==================== trig_seq_ctrl
## src/rtl/trig_pkg.sv

```systemverilog
// Shared types and helpers for the Ctrl4 trigger scheduler.
// Latency: n/a (declarations only).
// Backpressure: n/a.
package trig_pkg;

    localparam int NCH = 4;
    localparam int PW  = $clog2(NCH);

    localparam logic [NCH-1:0] CHSEL_RST = 4'b0001;

    typedef enum logic [1:0] {
        IDLE  = 2'd0,
        DLY   = 2'd1,
        PULSE = 2'd2
    } state_t;

    // First set bit of mask found scanning upward from the one-hot ptr, wrapping
    // from the top channel back to the bottom. Returns zero for an empty mask.
    function automatic logic [NCH-1:0] next_enabled(
        input logic [NCH-1:0] ptr,
        input logic [NCH-1:0] mask
    );
        logic [NCH-1:0] res;
        logic [PW-1:0]  p;
        logic [PW-1:0]  idx;
        logic           found;
        res   = '0;
        p     = '0;
        found = 1'b0;
        for (int i = 0; i < NCH; i++) begin
            if (ptr[i]) p = PW'(i);
        end
        for (int k = 0; k < NCH; k++) begin
            idx = p + PW'(k);
            if (!found && mask[idx]) begin
                res[idx] = 1'b1;
                found    = 1'b1;
            end
        end
        return res;
    endfunction

    function automatic logic [NCH-1:0] rotl1(input logic [NCH-1:0] v);
        return {v[NCH-2:0], v[NCH-1]};
    endfunction

endpackage

```

## src/rtl/trig_sync_edge.sv

```systemverilog
// Synchronises an asynchronous trigger and flags each rising edge for one cycle.
// Latency: rise asserted SYNC_STAGES cycles after the input is first sampled high.
// Backpressure: none; one rise pulse per input rising edge regardless of high time.
module trig_sync_edge #(
    parameter int SYNC_STAGES = 2
) (
    input  logic clk,
    input  logic rst_n,
    input  logic din,
    output logic rise
);

    logic [SYNC_STAGES-1:0] sync_q;
    logic                   hist_q;

    always_ff @(posedge clk or negedge rst_n) begin
        if (!rst_n) begin
            sync_q <= '0;
            hist_q <= 1'b0;
        end else begin
            sync_q <= {sync_q[SYNC_STAGES-2:0], din};
            hist_q <= sync_q[SYNC_STAGES-1];
        end
    end

    assign rise = sync_q[SYNC_STAGES-1] & ~hist_q;

endmodule

```

## src/rtl/trig_seq_ctrl.sv

```systemverilog
// Trigger scheduler: delays each accepted TRIGIN rise and drives a WIDTH-cycle pulse on one/all channels.
// Latency: trigout first high DELAY+1 cycles after the synchronised rise is detected.
// Backpressure: rises arriving while busy are dropped and counted in miss_cnt (saturating).
module trig_seq_ctrl
    import trig_pkg::*;
#(
    parameter int DW          = 16,
    parameter int MW          = 8,
    parameter int SYNC_STAGES = 2
) (
    input  logic          clk,
    input  logic          rst_n,
    input  logic          trigin,
    input  logic          arm,
    input  logic          mode,
    input  logic [NCH:1]  ch_en,
    input  logic [DW-1:0] delay,
    input  logic [DW-1:0] width,
    input  logic          clr_miss,
    output logic [NCH:1]  trigout,
    output logic [NCH:1]  chsel,
    output logic          busy,
    output logic [MW-1:0] miss_cnt,
    output logic          ledout
);

    logic           rise;
    state_t         state_q, state_d;
    logic [DW-1:0]  dcnt_q, wcnt_q;
    logic [DW-1:0]  width_eff;
    logic [NCH-1:0] en;
    logic [NCH-1:0] tgt_q, new_tgt;
    logic [NCH-1:0] chsel_q;
    logic [NCH-1:0] trigout_q, trigout_d;
    logic [MW-1:0]  miss_q;
    logic           accept, miss_inc;

    trig_sync_edge #(
        .SYNC_STAGES (SYNC_STAGES)
    ) u_sync (
        .clk   (clk),
        .rst_n (rst_n),
        .din   (trigin),
        .rise  (rise)
    );

    assign en        = ch_en;
    assign width_eff = (width == '0) ? DW'(1) : width;
    assign new_tgt   = mode ? en : next_enabled(chsel_q, en);
    assign accept    = rise && (state_q == IDLE) && arm && (en != '0);
    assign miss_inc  = rise && (state_q != IDLE) && arm && (en != '0);

    always_ff @(posedge clk or negedge rst_n) begin
        if (!rst_n) begin
            state_q <= IDLE;
        end else begin
            state_q <= state_d;
        end
    end

    // A zero delay skips DLY so the pulse still starts the cycle after detection.
    always_comb begin
        state_d = state_q;
        case (state_q)
            IDLE:    if (accept) state_d = (delay == '0) ? PULSE : DLY;
            DLY:     if (dcnt_q <= DW'(1)) state_d = PULSE;
            PULSE:   if (wcnt_q <= DW'(1)) state_d = IDLE;
            default: state_d = IDLE;
        endcase
    end

    always_comb begin
        trigout_d = '0;
        if (state_d == PULSE) begin
            trigout_d = accept ? new_tgt : tgt_q;
        end
    end

    // Delay, width and target are captured at acceptance so later input changes
    // cannot disturb a trigger already in flight.
    always_ff @(posedge clk or negedge rst_n) begin
        if (!rst_n) begin
            dcnt_q    <= '0;
            wcnt_q    <= '0;
            tgt_q     <= '0;
            chsel_q   <= CHSEL_RST;
            trigout_q <= '0;
            miss_q    <= '0;
        end else begin
            trigout_q <= trigout_d;
            case (state_q)
                IDLE: begin
                    if (accept) begin
                        dcnt_q <= delay;
                        wcnt_q <= width_eff;
                        tgt_q  <= new_tgt;
                    end
                end
                DLY:     dcnt_q <= dcnt_q - 1'b1;
                PULSE:   wcnt_q <= wcnt_q - 1'b1;
                default: ;
            endcase
            if (accept && !mode) begin
                chsel_q <= rotl1(new_tgt);
            end
            if (clr_miss) begin
                miss_q <= '0;
            end else if (miss_inc && (miss_q != '1)) begin
                miss_q <= miss_q + 1'b1;
            end
        end
    end

    assign trigout  = trigout_q;
    assign chsel    = chsel_q;
    assign busy     = (state_q != IDLE);
    assign miss_cnt = miss_q;
    assign ledout   = ~|trigout_q;

endmodule

```

## config.mk

```make
export PLATFORM = sky130hd
export DESIGN_NAME = trig_seq_ctrl
export DESIGN_NICKNAME = d
export VERILOG_FILES = /design/src/rtl/trig_pkg.sv /design/src/rtl/trig_sync_edge.sv /design/src/rtl/trig_seq_ctrl.sv
export SDC_FILE = /design/constraint.sdc
export NUM_CORES = 1
export LEC_CHECK = 0
export ABC_AREA = 1
export CAP_MARGIN = 15
export CORE_ASPECT_RATIO = 0.75
export CORE_MARGIN = 2
export CORE_UTILIZATION = 30
export CTS_BUF_LIST = sky130_fd_sc_hd__clkbuf_2 sky130_fd_sc_hd__clkbuf_4 sky130_fd_sc_hd__clkbuf_8
export DETAILED_ROUTE_END_ITERATION = 10
export HOLD_SLACK_MARGIN = 0.15
export PLACE_DENSITY_LB_ADDON = 0.15
export SLEW_MARGIN = 15
export SYNTH_ARGS = -nofsm -noshare
export SYNTH_HDL_FRONTEND = slang
export SYNTH_SLANG_ARGS = --single-unit
```

## constraint.sdc

```tcl
create_clock -name clk -period 1.6 [get_ports clk]
set_input_delay 0.24 -clock clk [delete_from_list [all_inputs] [get_ports clk]]
set_output_delay 0.24 -clock clk [all_outputs]
set_load 0.03 [all_outputs]
```

==================== uart_tx_engine
[config.mk]
export PLATFORM = sky130hd
export DESIGN_NAME = uart_tx_engine
export DESIGN_NICKNAME = d
export VERILOG_FILES = /design/src/rtl/uart_tx_engine.sv
export SDC_FILE = /design/constraint.sdc
export NUM_CORES = 1
export LEC_CHECK = 0
export CAP_MARGIN = 20
export CORE_UTILIZATION = 40
export CTS_CLUSTER_SIZE = 10
export DETAILED_ROUTE_END_ITERATION = 8
export HOLD_SLACK_MARGIN = 0.06
export PLACE_DENSITY = 0.69
export SETUP_SLACK_MARGIN = 0.1
export SLEW_MARGIN = 40
export SYNTH_ARGS = -nofsm -noshare
export SYNTH_HDL_FRONTEND = slang
export SYNTH_SLANG_ARGS = --single-unit
[constraint.sdc]
create_clock -name clk -period 1.8 [get_ports clk]
set_input_delay 0.45 -clock clk [delete_from_list [all_inputs] [get_ports clk]]
set_output_delay 0.45 -clock clk [all_outputs]
set_load 0.1 [all_outputs]
[src/rtl/uart_tx_engine.sv]
// uart_tx_engine: parametrised UART transmitter. It contains the frame FSM, the baud
// timer and the shift register in one block.
// A frame is sent LSB-first as: start, WORD_LENGTH data bits, optional parity, then
// STOP_BITS stop bits. Every bit lasts CLKS_PER_BIT cycles. All outputs are registered.
// Optional feature: define UART_TX_PARITY_EN to insert a parity bit after the data bits.
// PARITY_ODD selects even (0) or odd (1) parity.
//
//  state    | meaning
//  ---------+----------------------------------------------------------
//  S_IDLE   | line high, waiting for transmit
//  S_START  | start bit (tx=0)
//  S_DATA   | data bits, LSB first, from r_shift[0]
//  S_PARITY | parity bit of the word captured at acceptance (macro only)
//  S_STOP   | STOP_BITS stop bits (tx=1); done pulses on the last boundary
module uart_tx_engine #(
   parameter int WORD_LENGTH  = 8,
   parameter int CLKS_PER_BIT = 434,
   parameter int STOP_BITS    = 1,
   parameter int PARITY_ODD   = 0
) (
   input  logic                   clk,
   input  logic                   reset,
   input  logic                   transmit,
   input  logic [WORD_LENGTH-1:0] data_in,
   output logic                   tx,
   output logic                   busy,
   output logic                   done
);

   localparam int BAUD_W = $clog2(CLKS_PER_BIT);
   localparam int BIT_W  = $clog2(WORD_LENGTH + 1);
   localparam logic [BAUD_W-1:0] BAUD_LAST = BAUD_W'(CLKS_PER_BIT - 1);
   localparam logic [BIT_W-1:0]  DATA_LAST = BIT_W'(WORD_LENGTH - 1);
   localparam logic [BIT_W-1:0]  STOP_LAST = BIT_W'(STOP_BITS - 1);

   // Reject illegal parameter combinations when the design is elaborated.
   if (WORD_LENGTH < 5 || WORD_LENGTH > 9) begin : g_bad_word_length
      $error("uart_tx_engine: WORD_LENGTH must be 5..9");
   end
   if (CLKS_PER_BIT < 2) begin : g_bad_clks_per_bit
      $error("uart_tx_engine: CLKS_PER_BIT must be >= 2");
   end
   if (STOP_BITS < 1 || STOP_BITS > 2) begin : g_bad_stop_bits
      $error("uart_tx_engine: STOP_BITS must be 1 or 2");
   end
   if (PARITY_ODD < 0 || PARITY_ODD > 1) begin : g_bad_parity_odd
      $error("uart_tx_engine: PARITY_ODD must be 0 or 1");
   end

   typedef enum logic [2:0] {
      S_IDLE   = 3'd0,
      S_START  = 3'd1,
      S_DATA   = 3'd2,
`ifdef UART_TX_PARITY_EN
      S_PARITY = 3'd3,
`endif
      S_STOP   = 3'd4
   } state_t;

   state_t                 r_state, w_state_nxt;
   logic [BAUD_W-1:0]      r_baud, w_baud_nxt;
   logic [BIT_W-1:0]       r_bit, w_bit_nxt;
   logic [WORD_LENGTH-1:0] r_shift, w_shift_nxt;
   logic                   r_tx, w_tx_nxt;
   logic                   r_busy, w_busy_nxt;
   logic                   r_done, w_done_nxt;
   logic                   w_tick;
`ifdef UART_TX_PARITY_EN
   logic                   r_parity, w_parity_nxt;
`endif

   assign w_tick = (r_baud == BAUD_LAST);

   // State register and registered outputs. Reset abandons any frame in progress.
   always_ff @(posedge clk or negedge reset) begin
      if (!reset) begin
         r_state  <= S_IDLE;
         r_baud   <= '0;
         r_bit    <= '0;
         r_shift  <= '0;
         r_tx     <= 1'b1;
         r_busy   <= 1'b0;
         r_done   <= 1'b0;
`ifdef UART_TX_PARITY_EN
         r_parity <= 1'b0;
`endif
      end else begin
         r_state  <= w_state_nxt;
         r_baud   <= w_baud_nxt;
         r_bit    <= w_bit_nxt;
         r_shift  <= w_shift_nxt;
         r_tx     <= w_tx_nxt;
         r_busy   <= w_busy_nxt;
         r_done   <= w_done_nxt;
`ifdef UART_TX_PARITY_EN
         r_parity <= w_parity_nxt;
`endif
      end
   end

   // Next-state logic and the next values of the registered outputs.
   // r_bit counts data bits in S_DATA and is reused to count stop bits in S_STOP.
   always_comb begin
      w_state_nxt  = r_state;
      w_baud_nxt   = r_baud;
      w_bit_nxt    = r_bit;
      w_shift_nxt  = r_shift;
      w_tx_nxt     = r_tx;
      w_busy_nxt   = r_busy;
      w_done_nxt   = 1'b0;
`ifdef UART_TX_PARITY_EN
      w_parity_nxt = r_parity;
`endif
      case (r_state)
         S_IDLE: begin
            w_tx_nxt   = 1'b1;
            w_busy_nxt = 1'b0;
            if (transmit) begin
               w_state_nxt  = S_START;
               w_shift_nxt  = data_in;
               w_tx_nxt     = 1'b0;
               w_busy_nxt   = 1'b1;
               w_baud_nxt   = '0;
               w_bit_nxt    = '0;
`ifdef UART_TX_PARITY_EN
               w_parity_nxt = (PARITY_ODD != 0) ? ~^data_in : ^data_in;
`endif
            end
         end
         S_START: begin
            if (w_tick) begin
               w_state_nxt = S_DATA;
               w_baud_nxt  = '0;
               w_tx_nxt    = r_shift[0];
            end else begin
               w_baud_nxt = r_baud + 1'b1;
            end
         end
         S_DATA: begin
            if (w_tick) begin
               w_baud_nxt = '0;
               if (r_bit == DATA_LAST) begin
                  w_bit_nxt = '0;
`ifdef UART_TX_PARITY_EN
                  w_state_nxt = S_PARITY;
                  w_tx_nxt    = r_parity;
`else
                  w_state_nxt = S_STOP;
                  w_tx_nxt    = 1'b1;
`endif
               end else begin
                  w_bit_nxt   = r_bit + 1'b1;
                  w_shift_nxt = r_shift >> 1;
                  w_tx_nxt    = r_shift[1];
               end
            end else begin
               w_baud_nxt = r_baud + 1'b1;
            end
         end
`ifdef UART_TX_PARITY_EN
         S_PARITY: begin
            if (w_tick) begin
               w_state_nxt = S_STOP;
               w_baud_nxt  = '0;
               w_tx_nxt    = 1'b1;
            end else begin
               w_baud_nxt = r_baud + 1'b1;
            end
         end
`endif
         S_STOP: begin
            w_tx_nxt = 1'b1;
            if (w_tick) begin
               w_baud_nxt = '0;
               if (r_bit == STOP_LAST) begin
                  w_state_nxt = S_IDLE;
                  w_bit_nxt   = '0;
                  w_busy_nxt  = 1'b0;
                  w_done_nxt  = 1'b1;
               end else begin
                  w_bit_nxt = r_bit + 1'b1;
               end
            end else begin
               w_baud_nxt = r_baud + 1'b1;
            end
         end
         default: begin
            w_state_nxt = S_IDLE;
            w_baud_nxt  = '0;
            w_bit_nxt   = '0;
            w_tx_nxt    = 1'b1;
            w_busy_nxt  = 1'b0;
         end
      endcase
   end

   assign tx   = r_tx;
   assign busy = r_busy;
   assign done = r_done;

endmodule

==================== ring_arbiter
File: src/rtl/ring_arb_pkg.sv
// Shared types and limits for the rotating-priority ring arbiter.
// No logic; pure declarations.
// No flow control.
package ring_arb_pkg;

    // Legal range for the number of requesters
    localparam int WID_MIN = 2;
    localparam int WID_MAX = 32;

    // Arbiter control states
    typedef enum logic [1:0] {
        IDLE  = 2'd0,
        GRANT = 2'd1,
        REL   = 2'd2
    } arb_state_t;

endpackage

File: src/rtl/rr_pick.sv
// Rotating-priority pick: first set req bit at or after the one-hot pri position, wrapping.
// Latency: purely combinational.
// Backpressure: none; expects a one-hot pri (the caller sanitises it).
module rr_pick #(
    parameter int WID   = 8,
    parameter int IDX_W = $clog2(WID)
) (
    input  logic [WID-1:0]   i_pri,
    input  logic [WID-1:0]   i_req,
    output logic [WID-1:0]   o_onehot,
    output logic [IDX_W-1:0] o_idx,
    output logic             o_any
);

    logic [IDX_W-1:0] w_ptr;

    // Encode the one-hot priority pointer into a start index
    always_comb begin
        w_ptr = '0;
        for (int i = 0; i < WID; i++) begin
            if (i_pri[i]) begin
                w_ptr = IDX_W'(i);
            end
        end
    end

    // Scan WID positions starting at the pointer; the first requester found wins
    always_comb begin
        int j;
        o_onehot = '0;
        o_idx    = '0;
        o_any    = 1'b0;
        j        = 0;
        for (int k = 0; k < WID; k++) begin
            j = int'(w_ptr) + k;
            if (j >= WID) begin
                j = j - WID;
            end
            if (!o_any && i_req[j[IDX_W-1:0]]) begin
                o_any                    = 1'b1;
                o_onehot[j[IDX_W-1:0]]   = 1'b1;
                o_idx                    = j[IDX_W-1:0];
            end
        end
    end

endmodule

File: src/rtl/ring_arbiter.sv
// Ring arbiter: rotating-priority grant held until release or (optionally) timeout; adv rotates upstream pri.
// Latency: one cycle req->gnt; one dead REL cycle after every release before the next pick.
// Backpressure: ce low freezes all state; an owner keeps the grant until its req drops (or timeout with RING_ARB_TIMEOUT_EN).
module ring_arbiter
    import ring_arb_pkg::*;
#(
    parameter int WID      = 8,
    parameter int HOLD_MAX = 15
) (
    input  logic                    clk,
    input  logic                    rst_n,
    input  logic                    ce,
    input  logic [WID-1:0]          pri,
    input  logic [WID-1:0]          req,
    output logic [WID-1:0]          gnt,
    output logic [$clog2(WID)-1:0]  gnt_idx,
    output logic                    gnt_vld,
    output logic                    adv,
    output logic                    tmo,
    output logic                    pri_err
);

    localparam int IDX_W = $clog2(WID);

    if (WID < WID_MIN || WID > WID_MAX) begin : g_bad_wid
        $error("ring_arbiter: WID out of range");
    end

    arb_state_t       r_state;
    logic [WID-1:0]   r_gnt;
    logic [IDX_W-1:0] r_idx;
    logic             r_vld;
    logic             r_adv;
    logic             r_tmo;
    logic             r_pri_err;

    logic             w_pri_ok;
    logic [WID-1:0]   w_pri_eff;
    logic [WID-1:0]   w_pick;
    logic [IDX_W-1:0] w_pick_idx;
    logic             w_any;

    // A malformed pointer (zero or multi-hot) falls back to requester 0
    always_comb begin
        w_pri_ok  = (pri != '0) && ((pri & (pri - 1'b1)) == '0);
        w_pri_eff = w_pri_ok ? pri : WID'(1);
    end

    rr_pick #(
        .WID   (WID),
        .IDX_W (IDX_W)
    ) u_pick (
        .i_pri    (w_pri_eff),
        .i_req    (req),
        .o_onehot (w_pick),
        .o_idx    (w_pick_idx),
        .o_any    (w_any)
    );

`ifdef RING_ARB_TIMEOUT_EN
    localparam int               CNT_W     = $clog2(HOLD_MAX + 1);
    // Counter is 0 in the first grant cycle, so HOLD_MAX-1 marks the last permitted cycle
    localparam logic [CNT_W-1:0] HOLD_LAST = CNT_W'(HOLD_MAX - 1);
    logic [CNT_W-1:0] r_cnt;
`else
    logic w_unused_hold;
    assign w_unused_hold = (HOLD_MAX != 0);
`endif

    // Arbiter FSM with registered grant, release pulses and sticky pointer error
    always_ff @(posedge clk) begin
        if (!rst_n) begin
            r_state   <= IDLE;
            r_gnt     <= '0;
            r_idx     <= '0;
            r_vld     <= 1'b0;
            r_adv     <= 1'b0;
            r_tmo     <= 1'b0;
            r_pri_err <= 1'b0;
`ifdef RING_ARB_TIMEOUT_EN
            r_cnt     <= '0;
`endif
        end else if (!ce) begin
            // Frozen: pulses never stretch while the enable is low
            r_adv <= 1'b0;
            r_tmo <= 1'b0;
        end else begin
            r_adv <= 1'b0;
            r_tmo <= 1'b0;
            case (r_state)
                IDLE: begin
                    if (!w_pri_ok) begin
                        r_pri_err <= 1'b1;
                    end
                    if (w_any) begin
                        r_gnt   <= w_pick;
                        r_idx   <= w_pick_idx;
                        r_vld   <= 1'b1;
                        r_state <= GRANT;
`ifdef RING_ARB_TIMEOUT_EN
                        r_cnt   <= '0;
`endif
                    end
                end
                GRANT: begin
                    // A dropping request wins over a coincident timeout
                    if (!req[r_idx]) begin
                        r_gnt   <= '0;
                        r_idx   <= '0;
                        r_vld   <= 1'b0;
                        r_adv   <= 1'b1;
                        r_state <= REL;
`ifdef RING_ARB_TIMEOUT_EN
                    end else if (r_cnt == HOLD_LAST) begin
                        r_gnt   <= '0;
                        r_idx   <= '0;
                        r_vld   <= 1'b0;
                        r_adv   <= 1'b1;
                        r_tmo   <= 1'b1;
                        r_state <= REL;
                    end else begin
                        r_cnt   <= r_cnt + 1'b1;
`endif
                    end
                end
                REL: begin
                    r_state <= IDLE;
                end
                default: begin
                    r_state <= IDLE;
                end
            endcase
        end
    end

`ifdef RING_ARB_TIMEOUT_EN
    assign tmo     = r_tmo;
`else
    logic w_unused_tmo;
    assign w_unused_tmo = r_tmo;
    assign tmo          = 1'b0;
`endif
    assign gnt     = r_gnt;
    assign gnt_idx = r_idx;
    assign gnt_vld = r_vld;
    assign adv     = r_adv;
    assign pri_err = r_pri_err;

endmodule

File: config.mk
export PLATFORM = sky130hd
export DESIGN_NAME = ring_arbiter
export DESIGN_NICKNAME = d
export VERILOG_FILES = /design/src/rtl/ring_arb_pkg.sv /design/src/rtl/rr_pick.sv /design/src/rtl/ring_arbiter.sv
export SDC_FILE = /design/constraint.sdc
export NUM_CORES = 1
export LEC_CHECK = 0
export ABC_AREA = 1
export CAP_MARGIN = 15
export CORE_MARGIN = 8
export CORE_UTILIZATION = 52
export DETAILED_ROUTE_END_ITERATION = 10
export PLACE_DENSITY = 0.87
export SYNTH_ARGS = -nofsm -noshare
export SYNTH_HDL_FRONTEND = slang
export SYNTH_HIERARCHICAL = 1
export SYNTH_SLANG_ARGS = --single-unit
File: constraint.sdc
create_clock -name clk -period 4.1 [get_ports clk]
set_clock_uncertainty 0.05 [all_clocks]
set_input_delay 0.41 -clock clk [delete_from_list [all_inputs] [get_ports clk]]
set_output_delay 0.41 -clock clk [all_outputs]
set_load 0.01 [all_outputs]
==================== fetch_queue_unit
===== src/rtl/cpu_types_pkg.sv =====
// ============================================================================
// Module      : cpu_types_pkg
// Description : Shared types for the fetch path. Defines the machine word,
//               the redirect-source encoding, the queued {pc, instr} entry,
//               and helpers that decode a redirect and compute its target.
// Ports       : none (package)
// Revision    : 1.0 - initial parametrised fetch queue release
// ============================================================================
`default_nettype none

package cpu_types_pkg;

  typedef logic [31:0] word_t;

  // Any value other than SEQ that is one of the defined encodings redirects
  // fetch. Undefined encodings (000, 101..111) are treated as SEQ.
  typedef enum logic [2:0] {
    SEQ    = 3'b001,
    BRANCH = 3'b010,
    JUMP   = 3'b011,
    JREG   = 3'b100
  } pcsrc_t;

  typedef struct packed {
    word_t pc;
    word_t instr;
  } fetch_entry_t;

  localparam word_t c_pc_step = 32'd4;

  function automatic logic is_redirect(input logic [2:0] src);
    return (src == BRANCH) || (src == JUMP) || (src == JREG);
  endfunction

  // Branch offsets are sign-extended word offsets relative to pc+4. Jumps
  // keep the top nibble of pc+4 (the delay-slot region), not of pc itself.
  function automatic word_t calc_target(
    input logic [2:0]  src,
    input word_t       pc,
    input logic [15:0] imm,
    input logic [25:0] jaddr,
    input word_t       reg_target
  );
    word_t pc4;
    word_t t;
    pc4 = pc + c_pc_step;
    case (src)
      BRANCH:  t = pc4 + {{14{imm[15]}}, imm, 2'b00};
      JUMP:    t = {pc4[31:28], jaddr, 2'b00};
      JREG:    t = reg_target;
      default: t = pc4;
    endcase
    return t;
  endfunction

endpackage

`default_nettype wire


===== src/rtl/fetch_fifo.sv =====
// ============================================================================
// Module      : fetch_fifo
// Description : DEPTH-entry synchronous FIFO with flush. Head data is read
//               combinationally from the read-pointer entry; there is no
//               write-to-read bypass, so a pushed entry is visible one cycle
//               later. Flush has priority over push and pop.
// Ports       : clk, rst     - clock, asynchronous active-high reset
//               push, din    - write request and data (ignored when full)
//               pop          - read request (ignored when empty)
//               flush        - empty the FIFO on the next edge
//               dout         - head entry
//               full, empty  - status flags
//               count        - occupancy, 0..DEPTH
// Revision    : 1.0 - initial release
// ============================================================================
`default_nettype none

module fetch_fifo
  import cpu_types_pkg::*;
#(
  parameter int  DEPTH = 4,
  parameter type T     = fetch_entry_t
) (
  input  logic                   clk,
  input  logic                   rst,
  input  logic                   push,
  input  T                       din,
  input  logic                   pop,
  input  logic                   flush,
  output T                       dout,
  output logic                   full,
  output logic                   empty,
  output logic [$clog2(DEPTH):0] count
);

  localparam int                  c_ptr_w      = $clog2(DEPTH);
  localparam logic [c_ptr_w-1:0]  c_ptr_one    = 1;
  localparam logic [c_ptr_w:0]    c_cnt_one    = 1;
  localparam logic [c_ptr_w:0]    c_full_count = DEPTH[c_ptr_w:0];

  T                   r_mem [DEPTH];
  logic [c_ptr_w-1:0] r_rd_ptr;
  logic [c_ptr_w-1:0] r_wr_ptr;
  logic [c_ptr_w:0]   r_count;
  logic               w_push;
  logic               w_pop;

  assign full   = (r_count == c_full_count);
  assign empty  = (r_count == '0);
  assign count  = r_count;
  assign dout   = r_mem[r_rd_ptr];

  assign w_push = push && !full;
  assign w_pop  = pop && !empty;

  // Pointers are exactly log2(DEPTH) bits, so they wrap on their own.
  always_ff @(posedge clk or posedge rst) begin
    if (rst) begin
      r_rd_ptr <= '0;
      r_wr_ptr <= '0;
      r_count  <= '0;
    end else if (flush) begin
      r_rd_ptr <= '0;
      r_wr_ptr <= '0;
      r_count  <= '0;
    end else begin
      if (w_push) r_wr_ptr <= r_wr_ptr + c_ptr_one;
      if (w_pop)  r_rd_ptr <= r_rd_ptr + c_ptr_one;
      case ({w_push, w_pop})
        2'b10:   r_count <= r_count + c_cnt_one;
        2'b01:   r_count <= r_count - c_cnt_one;
        default: r_count <= r_count;
      endcase
    end
  end

  // Storage needs no reset: an entry is only observable once count covers it.
  always_ff @(posedge clk) begin
    if (w_push && !flush) r_mem[r_wr_ptr] <= din;
  end

endmodule

`default_nettype wire


===== src/rtl/fetch_queue_unit.sv =====
// ============================================================================
// Module      : fetch_queue_unit
// Description : Fetch stage with a DEPTH-entry instruction queue. Holds the
//               fetch PC, requests sequential words from the I-cache with
//               iREN/ihit, queues {pc, instr} pairs, and presents the head to
//               decode with a valid/ready handshake. A redirect from a later
//               stage computes its target here and flushes the queue and any
//               in-flight request.
// Ports       : CLK, RST              - clock, asynchronous active-high reset
//               iREN, imemaddr        - cache request enable and address
//               ihit, imemload        - cache response
//               fetch_hold            - freeze new requests (queue drains)
//               redir_src, redir_pc,
//               imm16, jaddr,
//               reg_target            - redirect request and target operands
//               out_valid, out_ready,
//               out_instr, out_pc,
//               out_npc               - decode-side head handshake and data
//               q_count               - queue occupancy
// Revision    : 1.0 - initial release (sign-extended branch offsets)
// ============================================================================
`default_nettype none

module fetch_queue_unit
  import cpu_types_pkg::*;
#(
  parameter int          DEPTH    = 4,
  parameter logic [31:0] RESET_PC = 32'h0000_0000,
  parameter int          WORD_W   = 32
) (
  input  logic                   CLK,
  input  logic                   RST,
  output logic                   iREN,
  output logic [WORD_W-1:0]      imemaddr,
  input  logic                   ihit,
  input  logic [WORD_W-1:0]      imemload,
  input  logic                   fetch_hold,
  input  logic [2:0]             redir_src,
  input  logic [WORD_W-1:0]      redir_pc,
  input  logic [15:0]            imm16,
  input  logic [25:0]            jaddr,
  input  logic [WORD_W-1:0]      reg_target,
  output logic                   out_valid,
  input  logic                   out_ready,
  output logic [WORD_W-1:0]      out_instr,
  output logic [WORD_W-1:0]      out_pc,
  output logic [WORD_W-1:0]      out_npc,
  output logic [$clog2(DEPTH):0] q_count
);

  word_t        r_fpc;
  logic         w_redirect;
  word_t        w_target;
  logic         w_push;
  logic         w_pop;
  logic         w_full;
  logic         w_empty;
  fetch_entry_t w_din;
  fetch_entry_t w_head;

  assign w_redirect = is_redirect(redir_src);
  assign w_target   = calc_target(redir_src, redir_pc, imm16, jaddr, reg_target);

  // The full flag is used as-is: a same-cycle pop does not open a slot for a
  // push, which keeps out_ready off the iREN timing path. RST gates the
  // request directly so it drops without waiting for a clock edge.
  assign iREN     = !RST && !w_redirect && !fetch_hold && !w_full;
  assign imemaddr = r_fpc;

  assign w_push   = iREN && ihit;
  assign w_pop    = out_valid && out_ready;
  assign w_din    = '{pc: r_fpc, instr: imemload};

  always_ff @(posedge CLK or posedge RST) begin
    if (RST) begin
      r_fpc <= RESET_PC;
    end else if (w_redirect) begin
      r_fpc <= w_target;
    end else if (w_push) begin
      r_fpc <= r_fpc + c_pc_step;
    end
  end

  fetch_fifo #(
    .DEPTH (DEPTH),
    .T     (fetch_entry_t)
  ) u_fifo (
    .clk   (CLK),
    .rst   (RST),
    .push  (w_push),
    .din   (w_din),
    .pop   (w_pop),
    .flush (w_redirect),
    .dout  (w_head),
    .full  (w_full),
    .empty (w_empty),
    .count (q_count)
  );

  assign out_valid = !w_empty;
  assign out_pc    = w_head.pc;
  assign out_instr = w_head.instr;
  assign out_npc   = w_head.pc + c_pc_step;

endmodule

`default_nettype wire


===== config.mk =====
export PLATFORM = sky130hd
export DESIGN_NAME = fetch_queue_unit
export DESIGN_NICKNAME = d
export VERILOG_FILES = /design/src/rtl/cpu_types_pkg.sv /design/src/rtl/fetch_fifo.sv /design/src/rtl/fetch_queue_unit.sv
export SDC_FILE = /design/constraint.sdc
export NUM_CORES = 1
export LEC_CHECK = 0
export CORE_ASPECT_RATIO = 0.5
export CORE_MARGIN = 1.5
export CORE_UTILIZATION = 57
export CTS_CLUSTER_DIAMETER = 50
export DETAILED_ROUTE_END_ITERATION = 8
export PLACE_DENSITY = 0.86
export SLEW_MARGIN = 20
export SYNTH_ARGS = -nofsm -noshare
export SYNTH_HDL_FRONTEND = slang
export SYNTH_SLANG_ARGS = --single-unit
export TNS_END_PERCENT = 100

===== constraint.sdc =====
create_clock -name CLK -period 6.6 [get_ports CLK]
set_clock_uncertainty 0.15 [all_clocks]
set_input_delay 1.32 -clock CLK [delete_from_list [all_inputs] [get_ports CLK]]
set_output_delay 1.32 -clock CLK [all_outputs]
set_load 0.05 [all_outputs]

fetch_queue_unit, the metal 1 layer:
The bar under the picture is 50 um long. Supply wires on this layer in gray.
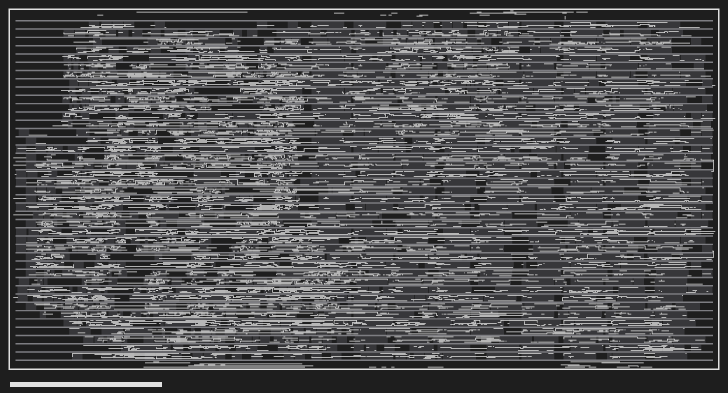
1444 nets have wire on it. The longest straight run is 64.9 um. The layer carries 17200 um of wire. The wires run mostly horizontal.
total wirelength of the detailed-routed design: 43.16 mm
total vias in the final route: 11009

==> results_dict.tcl, fetch_queue_unit <==
# collected from the flow reports
set metrics [dict create \
    dr_wl_met2_mm 21.60 \
    ys_async_sr_fraction_pct 13.22 \
    clockBufferCount 32 \
    drive_above_1_share_pct 10.59 \
    grt_max_degree 65 \
    simple_gate_area_share_pct 11.04 \
    multiInputCombCellCount 739 \
    setup_repair_after_global_routing_missed_its_margin "false" \
    chipArea_mm2 0.02740 \
    postSynthCellCount 1104 \
    grt_util_met2_pct 52.42 \
    worst_hold_path.num_cells 1 \
    common_cells "edfxtp_1 (256), nor2_1 (80), nand2_1 (78), mux4_2 (61), xnor2_1 (58)" \
    achievable-frequency_ghz 0.1713 \
    globalRouteTotalUtil_pct 31.28 \
    hold_path.class "reg -> reg" \
    placement_rows 41 \
    endpoint "out_npc[30]" \
    route.detailed.wl_per_inst_um 24.79 \
    slowest_stage "dfrtp_4" \
    run_status "finished clean" \
    post_synth_ao_oa_area_fraction_pct 9.894 \
    switching_power_mw 2.588 \
    post-synth-top-area-cell "edfxtp_1" \
    clk_root_buffer_cell "clkbuf_16" \
    timing.critical_path.slowest_cell_delay_ns 0.97 \
]
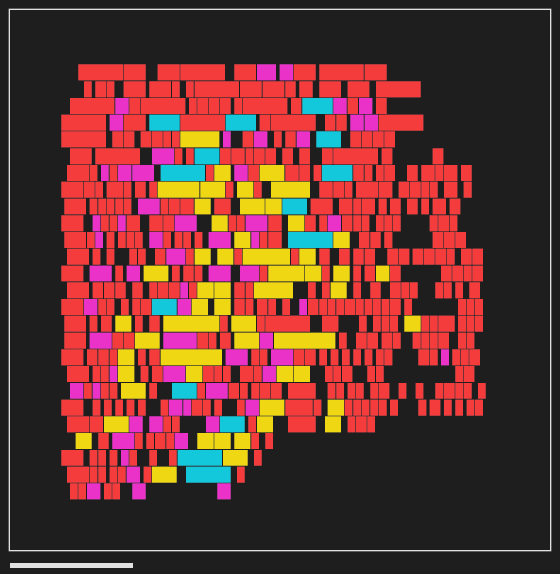
ring_arbiter: cells by drive strength
The bar under the picture is 20 um long.
Key: drive 6 and up = cyan [cells 14]; drive 2 = magenta [cells 60]; drive 1 or less = red [cells 408]; drive 3 to 4 = yellow [cells 54]
Non-Filler Cell Area, Final: 0.003500 mm^2
count of non-CTS buffers in the layout: 74

==> results_dict.tcl, ring_arbiter <==
# collected from the flow reports
set metrics [dict create \
    run_status "finished clean" \
    wire_length_of_the_first_global_routing_pass_mm 13.30 \
    vdd_ir_drop_max_uv 337.3 \
    powerSeq_mw 0.172 \
    achievable-frequency_ghz 0.2549 \
    critical_path_rt_ns 4.21 \
    regToRegEndpoint "gnt[4]" \
    startpoint "pri[0]" \
    power.clock.total_mw 0.141 \
    synth_warnings 6 \
    final_min_period_over_clock_period_pct 95.70 \
    port_buffers 32 \
    ios 34 \
    drive_above_1_share_pct 23.88 \
    final_hold_violation_count 0 \
    drc 0 \
    grt_remaining_overflow 0 \
    clkTransAtPathRegs_ns 0.07 \
    clock.latency.late_pin_ns 0.24 \
    post_cts_hold_buffer_count 0 \
    syn_avg_cell_area_um2 5.609 \
    instances_no_fill 606 \
    post_synth_net_total 500 \
    clk_root_buffer_cell "clkbuf_8" \
    setup-violations-final 0 \
    endpoint "gnt[4]" \
]
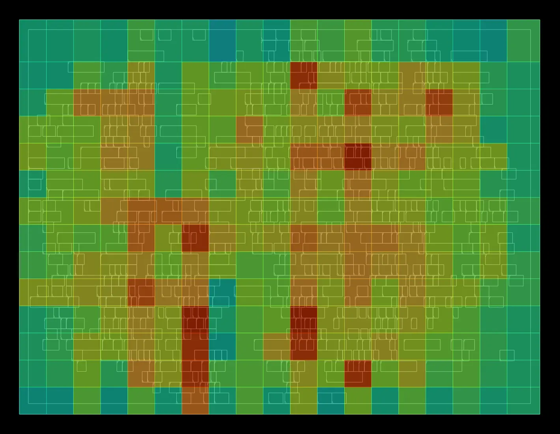
trig_seq_ctrl: routing congestion map
busiest layer in global routing: met2
GR Layer Usage met3: 4.646%
routed length per instance: 13.57 um
met2 demand-to-capacity share in global routing: 26.98%
final design utilization: 47.79%

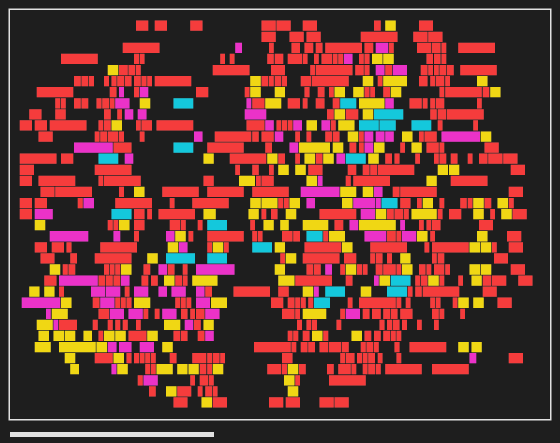
trig_seq_ctrl: cells by drive strength
The bar under the picture is 50 um long.
Key: drive 6 and up = cyan [cells 20]; drive 1 or less = red [cells 464]; drive 3 to 4 = yellow [cells 132]; drive 2 = magenta [cells 75]

==> results_dict.tcl, trig_seq_ctrl <==
# collected from the flow reports
set metrics [dict create \
    worst-slew-pin-transition_ns 0.4628 \
    wire_length_of_the_first_global_routing_pass_mm 19.13 \
    run_status "complete, but fails checks" \
    setup-violations-final 12 \
    final_min_period_over_clock_period_pct 111.7 \
    port_buffers 59 \
    met3RoutedLength_um 621 \
    sequential_share_of_power_pct 47.3 \
    timing.hold.worst.start "trigin" \
    grtUsageMet1_pct 25.57 \
    detail_route.iter0.violations 267 \
    synth_area_mm2 0.003719 \
    regToRegSetupSlack_ns -0.19 \
    grt_pass1_vias 3967 \
    cellPowerDensity_mw_per_mm2 528.9 \
    clk_root_buffer_cell "clkbuf_8" \
    violations "negative setup slack" \
    worst_hold_path.num_cells 1 \
    worst_setup_path_end_kind "flip-flop" \
    vdd_ir_drop_max_uv 430.0 \
    post-route-worst-setup-slack_ns -0.1879 \
    critical_path.cell_chain "inv_2 -> nand2_4 -> nand2_4 -> inv_4 -> ha_4 -> inv_2 -> nand2_2 -> nand3_2 -> nand2_4 -> nor2_8 -> nand3b_1 -> nand3_2 -> nand2_2 -> nor2_2" \
    initial_standard_cell_utilization_of_the_core_pct 30.54 \
    post_synth_net_total 567 \
]
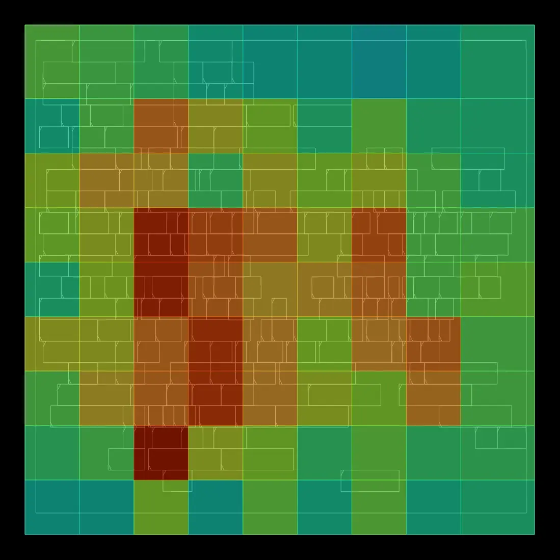
uart_tx_engine: routing congestion map
final design utilization: 55.45%
busiest layer in global routing: met2
overall global routing resource usage: 16.15%
met1 Resource Use GR: 20.71%

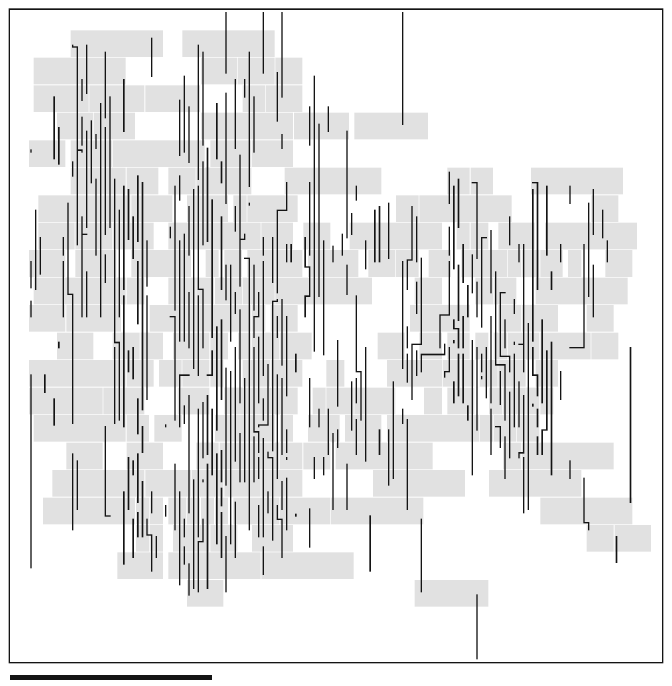
uart_tx_engine: M2 wires
The bar under the picture is 20 um long.
The wires run mostly vertical. 178 nets have wire on it.
total vias in the final route: 1302
total wirelength of the detailed-routed design: 3.516 mm
met2 demand-to-capacity share in global routing: 27.63%

==> results_dict.tcl, uart_tx_engine <==
# collected from the flow reports
set metrics [dict create \
    run_status "complete, but fails checks" \
    violations "negative setup slack" \
    setup-violations-final 6 \
    flow.area_growth_from_synthesis_pct 31.76 \
    critical_path.reg2reg.startpoint "r_baud[1]" \
    synth.logic.top_family "simple AND/OR/NAND/NOR gates" \
    grt_remaining_overflow 0 \
    final_hold_violation_count 0 \
    via_per_inst 5.711 \
    clock.latency.late_pin_ns 0.28 \
    ys_async_sr_fraction_pct 100.0 \
    final_design_area_no_fill_mm2 0.002061 \
    ff_type "dfrtp_1" \
    clockBufferCount 4 \
    setup_repair_after_global_routing_missed_its_margin "true" \
    placed_cells 219 \
    drt-pass1-iter-count 4 \
    synth.top_cells.by_area "dfrtp_1 (42%), mux2_2 (10%), a31oi_1 (3.2%)" \
    powerSeq_mw 1.00 \
    dr_wl_met2_mm 1.780 \
    post-route-worst-setup-slack_ns -0.009522 \
    relSlewSlack_pct 77.24 \
    placement_rows 22 \
    timing.critical_path.slowest_cell_delay_ns 0.40 \
    drv.max_cap_violation_count 0 \
    fin_crit_ns 1.810 \
]


==> layout pictures side by side <==
M2 wires.
(a)
The bar under the picture is 50 um long.
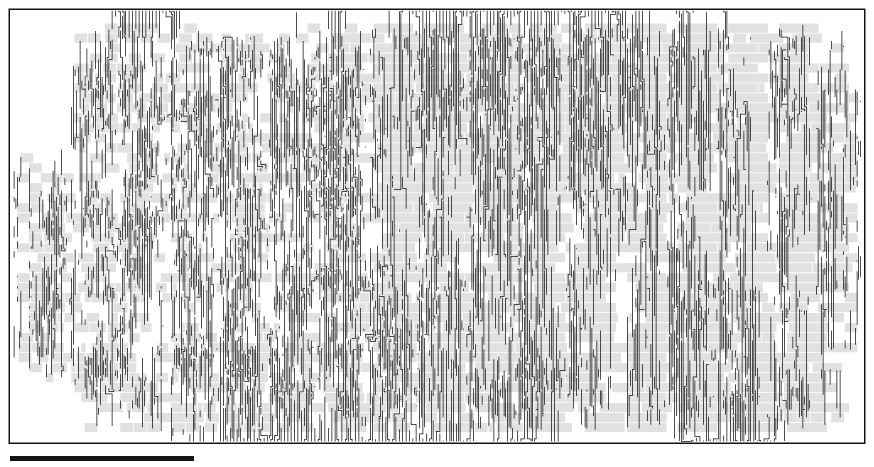
(b)
The bar under the picture is 50 um long.
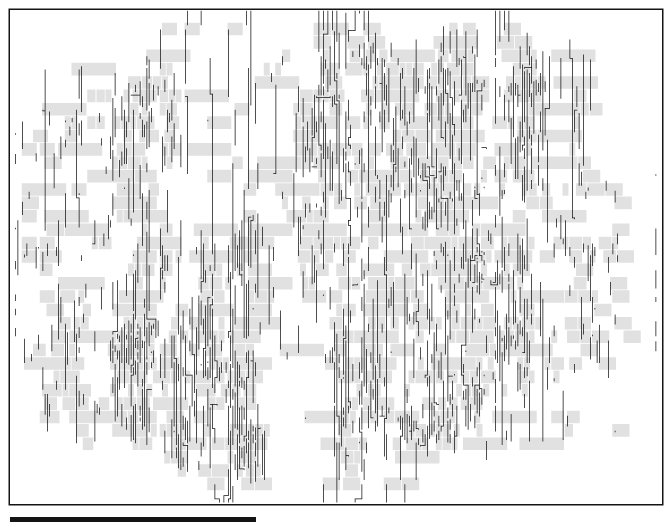
(c)
The bar under the picture is 20 um long.
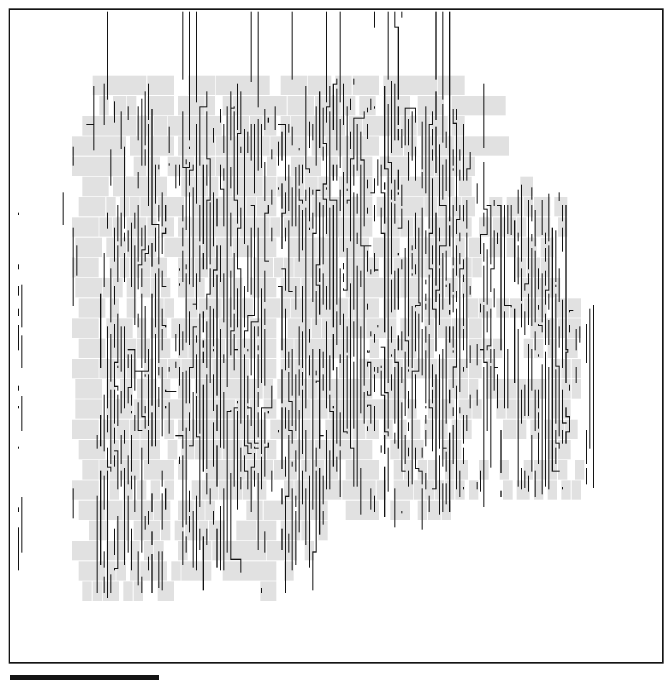
- fetch_queue_unit = (a)
- ring_arbiter = (c)
- trig_seq_ctrl = (b)
The one with the largest die is (a).
The one with the smallest die is (c).

Key to (c):
The layer holds 48% of the routed length. 466 nets have wire on it. The layer carries 4330 um of wire. The wires run mostly vertical.


## Gallery

The metal 1 layer.
shot_01.png
The bar under the picture is 20 um long. Supply wires on this layer in gray.
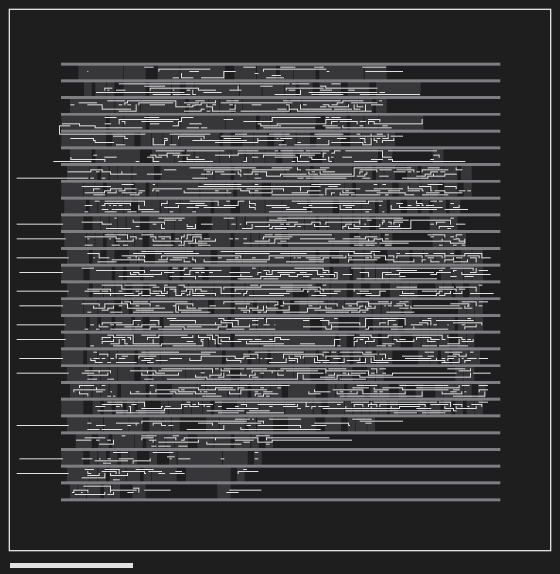
shot_02.png
The bar under the picture is 50 um long. Supply wires on this layer in gray.
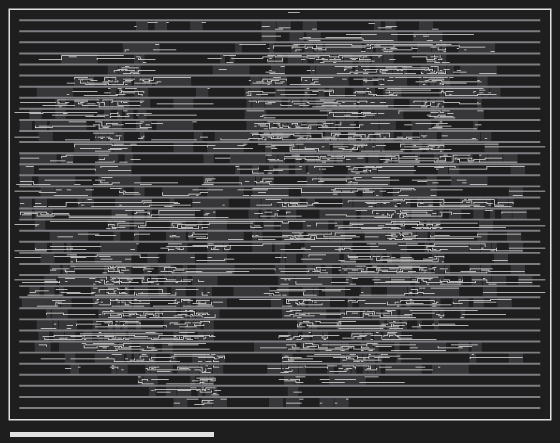
shot_03.png
The bar under the picture is 20 um long. Supply wires on this layer in gray.
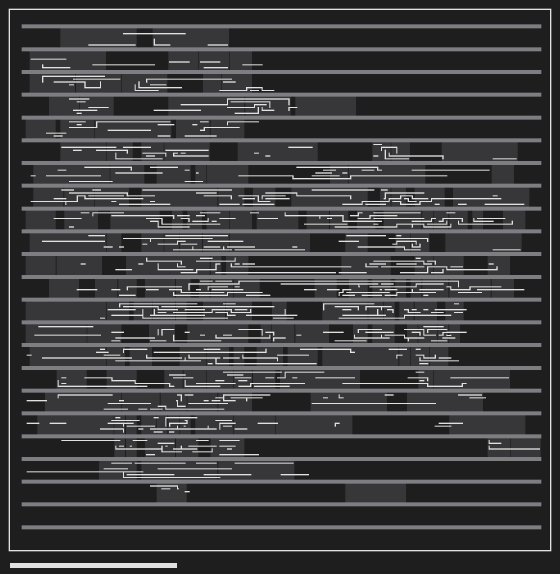
shot_02.png comes from trig_seq_ctrl.
shot_03.png comes from uart_tx_engine.
shot_01.png comes from ring_arbiter.

Key to shot_02.png:
679 nets have wire on it. The wires run mostly horizontal.

